######## block 1 ########
Block 1, met2 routing:
Scale: 3 px per µm.
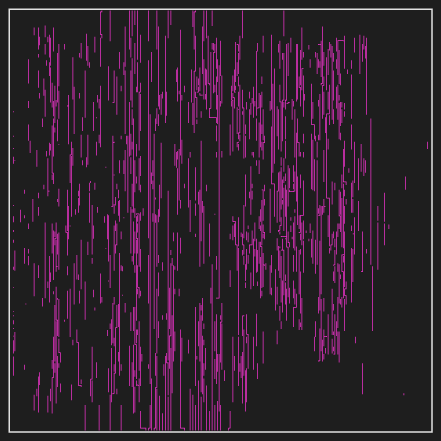

$ cat config.mk
export PLATFORM = sky130hd
export DESIGN_NAME = sysid_check_ctrl
export DESIGN_NICKNAME = d
export VERILOG_FILES = /design/src/rtl/sysid_check_ctrl.sv
export SDC_FILE = /design/constraint.sdc
export NUM_CORES = 1
export LEC_CHECK = 0
export ABC_CLOCK_PERIOD_IN_PS = 1800
export CAP_MARGIN = 30
export CELL_PAD_IN_SITES_DETAIL_PLACEMENT = 1
export CELL_PAD_IN_SITES_GLOBAL_PLACEMENT = 1
export CORE_MARGIN = 4
export CORE_UTILIZATION = 25
export DETAILED_ROUTE_END_ITERATION = 10
export HOLD_SLACK_MARGIN = 0.02
export PLACE_DENSITY_LB_ADDON = 0.1
export SLEW_MARGIN = 0
export SYNTH_ARGS = -nofsm -noshare
export SYNTH_HDL_FRONTEND = slang
export SYNTH_SLANG_ARGS = --single-unit
$ cat constraint.sdc
create_clock -name clk -period 1.8 [get_ports clk]
set_input_delay 0.45 -clock clk [delete_from_list [all_inputs] [get_ports clk]]
set_output_delay 0.45 -clock clk [all_outputs]
set_load 0.005 [all_outputs]
$ cat src/rtl/sysid_check_ctrl.sv
// System ID / timestamp check controller: reads two words over Avalon-MM and compares them.
// Optional macro SYSID_CHECK_AUTOSTART_EN issues one internal start shortly after reset release.
module sysid_check_ctrl #(
   parameter logic [31:0] EXP_ID         = 32'h0000_0000,
   parameter logic [31:0] EXP_TS         = 32'h0000_0000,
   parameter int          TIMEOUT_CYCLES = 255,
   parameter int          MAX_RETRY      = 2
) (
   input  logic        clk,
   input  logic        reset_n,
   input  logic        start,
   output logic        avm_address,
   output logic        avm_read,
   input  logic [31:0] avm_readdata,
   input  logic        avm_waitrequest,
   output logic        busy,
   output logic        done,
   output logic        pass,
   output logic        id_err,
   output logic        ts_err,
   output logic        timeout_err,
   output logic [31:0] id_value,
   output logic [31:0] ts_value
);

   typedef enum logic [2:0] {
      IDLE,
      RD_ID,
      RD_TS,
      CMP,
      FIN
   } state_t;

   localparam logic [15:0] STALL_LAST = 16'(TIMEOUT_CYCLES - 1);
   localparam logic [3:0]  RETRY_MAX  = 4'(MAX_RETRY);

   state_t      state, state_n;
   logic        rd_n, addr_n;
   logic [15:0] stall_cnt, stall_n;
   logic [3:0]  retry_cnt, retry_n;
   logic [31:0] id_n, ts_n;
   logic        ide_n, tse_n, toe_n, pass_n;
   logic        go;

`ifdef SYSID_CHECK_AUTOSTART_EN
   logic [1:0] boot_cnt;

   always_ff @(posedge clk or negedge reset_n) begin
      if (!reset_n)
         boot_cnt <= 2'd0;
      else if (boot_cnt != 2'd3)
         boot_cnt <= boot_cnt + 2'd1;
   end

   assign go = start | (boot_cnt == 2'd1);
`else
   assign go = start;
`endif

   always_ff @(posedge clk or negedge reset_n) begin
      if (!reset_n) begin
         state       <= IDLE;
         avm_read    <= 1'b0;
         avm_address <= 1'b0;
         stall_cnt   <= '0;
         retry_cnt   <= '0;
         id_value    <= '0;
         ts_value    <= '0;
         id_err      <= 1'b0;
         ts_err      <= 1'b0;
         timeout_err <= 1'b0;
         pass        <= 1'b0;
      end else begin
         state       <= state_n;
         avm_read    <= rd_n;
         avm_address <= addr_n;
         stall_cnt   <= stall_n;
         retry_cnt   <= retry_n;
         id_value    <= id_n;
         ts_value    <= ts_n;
         id_err      <= ide_n;
         ts_err      <= tse_n;
         timeout_err <= toe_n;
         pass        <= pass_n;
      end
   end

   always_comb begin
      state_n = state;
      rd_n    = avm_read;
      addr_n  = avm_address;
      stall_n = stall_cnt;
      retry_n = retry_cnt;
      id_n    = id_value;
      ts_n    = ts_value;
      ide_n   = id_err;
      tse_n   = ts_err;
      toe_n   = timeout_err;
      pass_n  = pass;
      unique case (state)
         IDLE: begin
            if (go) begin
               state_n = RD_ID;
               rd_n    = 1'b1;
               addr_n  = 1'b0;
               stall_n = '0;
               retry_n = '0;
               ide_n   = 1'b0;
               tse_n   = 1'b0;
               toe_n   = 1'b0;
               pass_n  = 1'b0;
            end
         end
         RD_ID, RD_TS: begin
            if (!avm_read) begin
               // one idle cycle after a timeout, then re-issue
               rd_n    = 1'b1;
               stall_n = '0;
            end else if (!avm_waitrequest) begin
               stall_n = '0;
               retry_n = '0;
               if (state == RD_ID) begin
                  id_n    = avm_readdata;
                  state_n = RD_TS;
                  addr_n  = 1'b1;
               end else begin
                  ts_n    = avm_readdata;
                  state_n = CMP;
                  rd_n    = 1'b0;
                  addr_n  = 1'b0;
               end
            end else if (stall_cnt == STALL_LAST) begin
               rd_n    = 1'b0;
               stall_n = '0;
               if (retry_cnt == RETRY_MAX) begin
                  toe_n   = 1'b1;
                  state_n = FIN;
                  addr_n  = 1'b0;
               end else begin
                  retry_n = retry_cnt + 4'd1;
               end
            end else begin
               stall_n = stall_cnt + 16'd1;
            end
         end
         CMP: begin
            ide_n   = (id_value != EXP_ID);
            tse_n   = (ts_value != EXP_TS);
            pass_n  = (id_value == EXP_ID) && (ts_value == EXP_TS) && !timeout_err;
            state_n = FIN;
         end
         FIN: begin
            state_n = IDLE;
         end
         default: begin
            state_n = IDLE;
         end
      endcase
   end

   assign busy = (state == RD_ID) || (state == RD_TS) || (state == CMP);
   assign done = (state == FIN);

endmodule

######## block 2 ########
$ cat config.mk
export PLATFORM = sky130hd
export DESIGN_NAME = multi_timer
export DESIGN_NICKNAME = d
export VERILOG_FILES = /design/src/rtl/multi_timer.sv
export SDC_FILE = /design/constraint.sdc
export NUM_CORES = 1
export LEC_CHECK = 0
export ABC_CLOCK_PERIOD_IN_PS = 4480
export CAP_MARGIN = 0
export CORE_UTILIZATION = 30
export CTS_BUF_LIST = sky130_fd_sc_hd__clkbuf_8
export CTS_CLUSTER_SIZE = 20
export DETAILED_ROUTE_END_ITERATION = 12
export GPL_TIMING_DRIVEN = 0
export PLACE_DENSITY = 0.49
export SLEW_MARGIN = 20
export SYNTH_ARGS = -nofsm -noshare
export SYNTH_HDL_FRONTEND = slang
export SYNTH_SLANG_ARGS = --single-unit
$ cat constraint.sdc
create_clock -name clk -period 4.48 [get_ports clk]
set_input_delay 1.12 -clock clk [delete_from_list [all_inputs] [get_ports clk]]
set_output_delay 1.12 -clock clk [all_outputs]
set_load 0.1 [all_outputs]
$ cat src/rtl/multi_timer.sv
// Multi-channel down-counting timer with a small register window per channel.
// Each channel runs its own IDLE/LOAD/CNT/EXPIRE sequencer; IRQ is the OR of unmasked pendings.

package multi_timer_pkg;
  typedef struct packed {
    logic        ctrl_we;
    logic        preset_we;
    logic        stat_w1c;
    logic [31:0] wdata;
  } ch_req_t;

  typedef struct packed {
    logic [31:0] rdata;
    logic        irq;
  } ch_rsp_t;
endpackage

module multi_timer_ch
  import multi_timer_pkg::*;
#(
  parameter int CW = 32
) (
  input  logic       clk,
  input  logic       clr_n,
  input  ch_req_t    req,
  input  logic [1:0] rsel,
  output ch_rsp_t    rsp
);

  typedef enum logic [1:0] {S_IDLE, S_LOAD, S_CNT, S_EXPIRE} state_t;

  state_t        state_q, state_d;
  logic [3:0]    ctrl_q;
  logic [CW-1:0] preset_q;
  logic [CW-1:0] count_q, count_d;
  logic          pending_q;
  logic          pend_set;
  logic          en_clr;
  logic          auto_reload;
  logic          unused_wdata;

  assign auto_reload  = (ctrl_q[2:1] == 2'b01);
  assign unused_wdata = ^req.wdata;

  always_ff @(posedge clk or negedge clr_n) begin
    if (!clr_n) begin
      state_q <= S_IDLE;
      count_q <= '0;
    end else begin
      state_q <= state_d;
      count_q <= count_d;
    end
  end

  always_comb begin
    state_d  = state_q;
    count_d  = count_q;
    pend_set = 1'b0;
    en_clr   = 1'b0;
    case (state_q)
      S_IDLE: ;
      S_LOAD: begin
        count_d = preset_q;
        state_d = S_CNT;
      end
      S_CNT: begin
        // Floors at zero, so PRESET=0 behaves exactly like PRESET=1
        if (count_q <= CW'(1)) begin
          count_d = '0;
          state_d = S_EXPIRE;
        end else begin
          count_d = count_q - CW'(1);
        end
      end
      S_EXPIRE: begin
        pend_set = 1'b1;
        if (auto_reload) begin
          state_d = S_LOAD;
        end else begin
          en_clr  = 1'b1;
          state_d = S_IDLE;
        end
      end
      default: state_d = S_IDLE;
    endcase
    // A CTRL write restarts or stops the channel from any state
    if (req.ctrl_we) state_d = req.wdata[0] ? S_LOAD : S_IDLE;
  end

  always_ff @(posedge clk or negedge clr_n) begin
    if (!clr_n) begin
      ctrl_q    <= '0;
      preset_q  <= '0;
      pending_q <= 1'b0;
    end else begin
      if (req.ctrl_we)    ctrl_q    <= req.wdata[3:0];
      else if (en_clr)    ctrl_q[0] <= 1'b0;
      if (req.preset_we)  preset_q  <= req.wdata[CW-1:0];
      if (pend_set)       pending_q <= 1'b1;
      else if (req.stat_w1c && req.wdata[0]) pending_q <= 1'b0;
    end
  end

  always_comb begin
    rsp = '0;
    case (rsel)
      2'd0:    rsp.rdata = {28'd0, ctrl_q};
      2'd1:    rsp.rdata = 32'(preset_q);
      2'd2:    rsp.rdata = 32'(count_q);
      default: rsp.rdata = {31'd0, pending_q};
    endcase
    rsp.irq = pending_q & ctrl_q[3];
  end

endmodule

module multi_timer
  import multi_timer_pkg::*;
#(
  parameter int CH = 2,
  parameter int CW = 32
) (
  input  logic        clk,
  input  logic        clr_n,
  input  logic        WE_I,
  input  logic [5:2]  ADD_I,
  input  logic [31:0] DAT_I,
  output logic [31:0] DAT_O,
  output logic        IRQ
);

  logic [CH-1:0][31:0] rdata;
  logic [CH-1:0]       irq_vec;

  // Channel selects that decode beyond CH simply match nothing
  for (genvar g = 0; g < CH; g++) begin : g_ch
    ch_req_t req;
    ch_rsp_t rsp;
    logic    hit;

    assign hit           = (ADD_I[5:4] == 2'(g));
    assign req.ctrl_we   = WE_I & hit & (ADD_I[3:2] == 2'd0);
    assign req.preset_we = WE_I & hit & (ADD_I[3:2] == 2'd1);
    assign req.stat_w1c  = WE_I & hit & (ADD_I[3:2] == 2'd3);
    assign req.wdata     = DAT_I;

    multi_timer_ch #(.CW(CW)) u_ch (
      .clk  (clk),
      .clr_n(clr_n),
      .req  (req),
      .rsel (ADD_I[3:2]),
      .rsp  (rsp)
    );

    assign rdata[g]   = hit ? rsp.rdata : 32'd0;
    assign irq_vec[g] = rsp.irq;
  end

  always_comb begin
    DAT_O = '0;
    for (int i = 0; i < CH; i++) DAT_O = DAT_O | rdata[i];
  end

  assign IRQ = |irq_vec;

endmodule
Block 1, metal 1:
Scale: 3 px per µm. Supply wires on this layer in gray. Cells faint in the background.
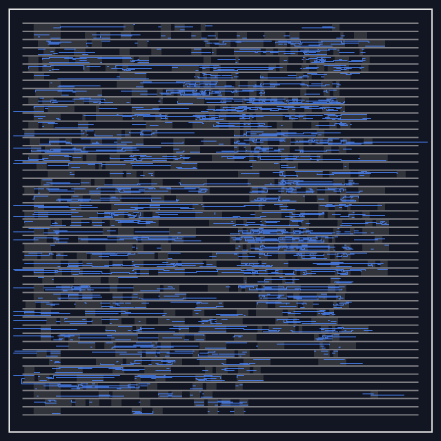
- longest straight run: 43.2 µm
- wire length on this layer: 6480 µm
- share of all routed wire: 44%
- main direction: horizontal
- nets with wire on the layer: 539

## Picture notes: 'met2 routing' of block 1
- main direction: vertical
- longest straight run: 89.8 µm
M2 GR Usage: 23.8%
total length of routed wires: 14.8 mm
routed vias: 3791

==> summary.txt, block 1 <==
The flow run is done. Per-cell via count in the routed design landed at 4.80. The flow ran to the end, but the final reports show violations. Number of synthesized register bits landed at 93.

Count of plain and timing-repair buffers in the layout landed at a little under 200. Buffers inserted during clock tree synthesis total 9. The detailed router reports a met2 wire length of roughly 7.1 mm. The final report lists the setup-violating endpoint count as 3.

The largest registers in the layout are id_value: 32 flops, ts_value: 32 flops, stall_cnt: 16 flops. Global route summary, busiest routing layer listed as met2. Floorplan utilization landed at between 20% and 30%. Along the critical path, the tally of buffer and inverter instances is 2.

Among all flip-flop cells after synthesis, the most frequent one is dfrtp_1. Synthesized-area fraction occupied by xor and xnor cells landed at less than 1%. Area fraction in mux cells landed at 16.9%. Per the CTS log, the maximum H-tree level is 3. Looking at the setup timing report, the critical path kind is reg -> reg. Including well taps, the total number of placed cells is 759. In this run, synthesis inferred 0 flip-flops with an integrated enable.

Hold slack landed at 0.0447 ns. Leaving out fill and tap cells, the most frequent cell in the layout is clkdlybuf4s50_1. Clock skew on the completed layout was measured at 0.00851 ns. Portion of the layout cell area used by non-clock buffers landed at 27.0%.

The clock passes through at most 2 buffers. The checks that failed: negative setup slack. Worst setup slack after layout landed at -0.0568 ns. After synthesis, the cell types taking the most area are dfrtp_1, mux2_2, nor4_1, a31oi_1, nand2_1. The first global-routing pass estimated 23.3 mm of wire.

The worst setup path is captured at a flip-flop. The worst hold path belongs to the class in -> async. Detailed placement reports a standard cell area of approximately 0.0063 mm². Final HPWL from detailed placement landed at 10.7 mm. Row count landed at 48. Detailed routing placed a total of approximately 1.1 mm of wire on met3.

The iteration count recorded for the first detailed-route pass is 4.
==> block 1: path summary, 6_finish.rpt <==
kind	from	to	slack (ns)	depth (start not counted)
setup / recovery	state[0]	retry_cnt[3]	-0.06	6
hold / removal	reset_n	stall_cnt[12]	0.04	1
setup reg to reg	state[0]	retry_cnt[3]	-0.06	6
hold reg to reg	ts_value[7]	ts_value[7]	0.54	1
max in group asynchronous	reset_n	avm_read	1.21	2
min in group clk	ts_value[7]	ts_value[7]	0.54	1
==> block 1: where the power goes <==
group | internal [µW] | total [µW] | switching [µW]
logic | 3580 | 5700 | 2120
clock network | 941 | 1780 | 841
registers | 2940 | 3690 | 751
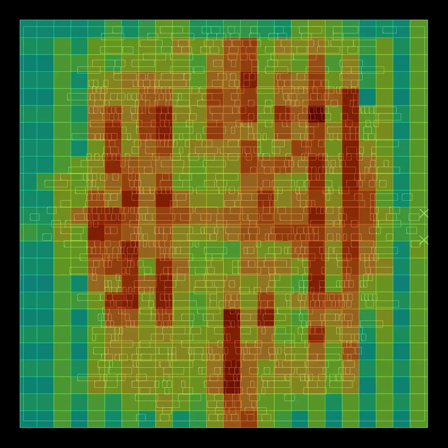
Block 2: congestion heat map
Overall Global Routing Usage: 21.6%
M2 GR Usage: 34.3%
global-route met3 utilization: 3.55%
busiest layer in global routing: met2
global routing usage on met1: 29.7%

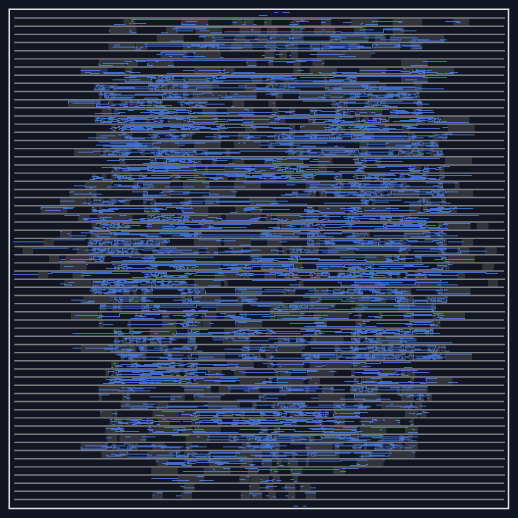
Block 2: metal 1
Scale: 3 px per µm. Supply wires on this layer in gray. Cells faint in the background.
- nets with wire on the layer: 935
- longest straight run: 66.2 µm
- main direction: horizontal
- share of all routed wire: 46%

==> summary.txt, block 2 <==
The flow run is done. The run finished, with violations left. The checks that failed: design-rule violations. Total of clock buffers placed in the layout landed at 17.

The highest metal layer carrying signal wires in the routed design is met4. Global placer's final weighted congestion landed at 0.935. Global-route wire length before repair landed at 45.3 mm.

Post-synthesis cell count from yosys landed at 860. The clock reaches the later pin of the worst-skew pair after 0.47 ns. Number of H-tree levels landed at 4. The worst path uses 98.5% of the clock period. Share of the yosys chip area belonging to registers landed at 44.1%. The synthesis stats list as the most numerous cell dfrtp_1. Quantity of I/O buffers inserted on ports landed at approximately 70. Fraction of area in registers landed at a little under two fifths. Worst-margin pin slew landed at approximately 0.97 ns.

Setup repair after global routing left no endpoint under its margin. Floorplan utilization landed at a little under a third. The critical path ends at DAT_O[25]. The clock drives 142 sinks. After detailed routing, the number of remaining DRC violations is 4. The kind of cell with the highest combined delay along the critical path is buffers and inverters. Per the CTS log, the buffer count on the longest clock path is 2.

The tool flagged a number of max-cap violations equal to 0. Counting cells, the worst reg-to-reg path comes to 8.
## block 2: per-stage QoR
step                area [µm²]  hold slack (ns)  TNS, ns  total power (µW)
floorplan                 8070            0.464    -4.69              4290
global placement          9190            0.491  -596.82              5400
detailed placement        9230            0.506   -34.65              5420
CTS                       9630            0.518        0              6590
global route              9660            0.545        0              7070
finish                    9660            0.515        0              6600
## block 2: cell families after synthesis
| kind of cell | share of synthesized area (%) |
|---|---|
| flops | 44.1 |
| buf+inv | 4.55 |
| simple gates | 13.9 |
| fa+ha+maj | 1.86 |
| mux | 11.1 |
| compound gates | 24.5 |


==> screenshots <==
The metal 4 layer.
(a)
Scale: 3 px per µm. Supply wires on this layer in gray. Cells faint in the background.
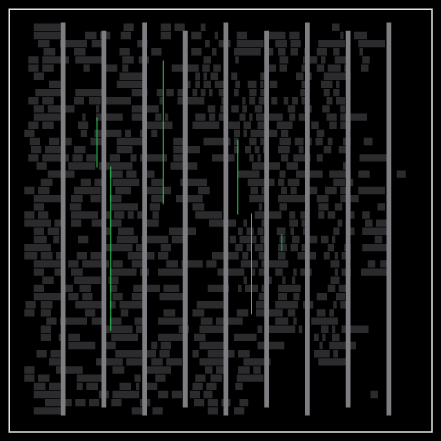
(b)
Scale: 2 px per µm. Supply wires on this layer in gray. Cells faint in the background.
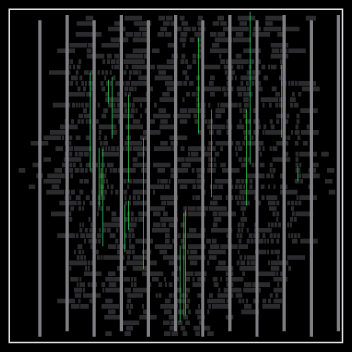
(b) is block 2.
(a) is block 1.
- largest die: (b)

Key to (a):
- main direction: vertical
- wire length on this layer: 182 µm
- nets with wire on the layer: 3
- longest straight run: 54.4 µm
- share of all routed wire: 1.2%

No activity file was given, so power comes from the tool's default toggle rates.
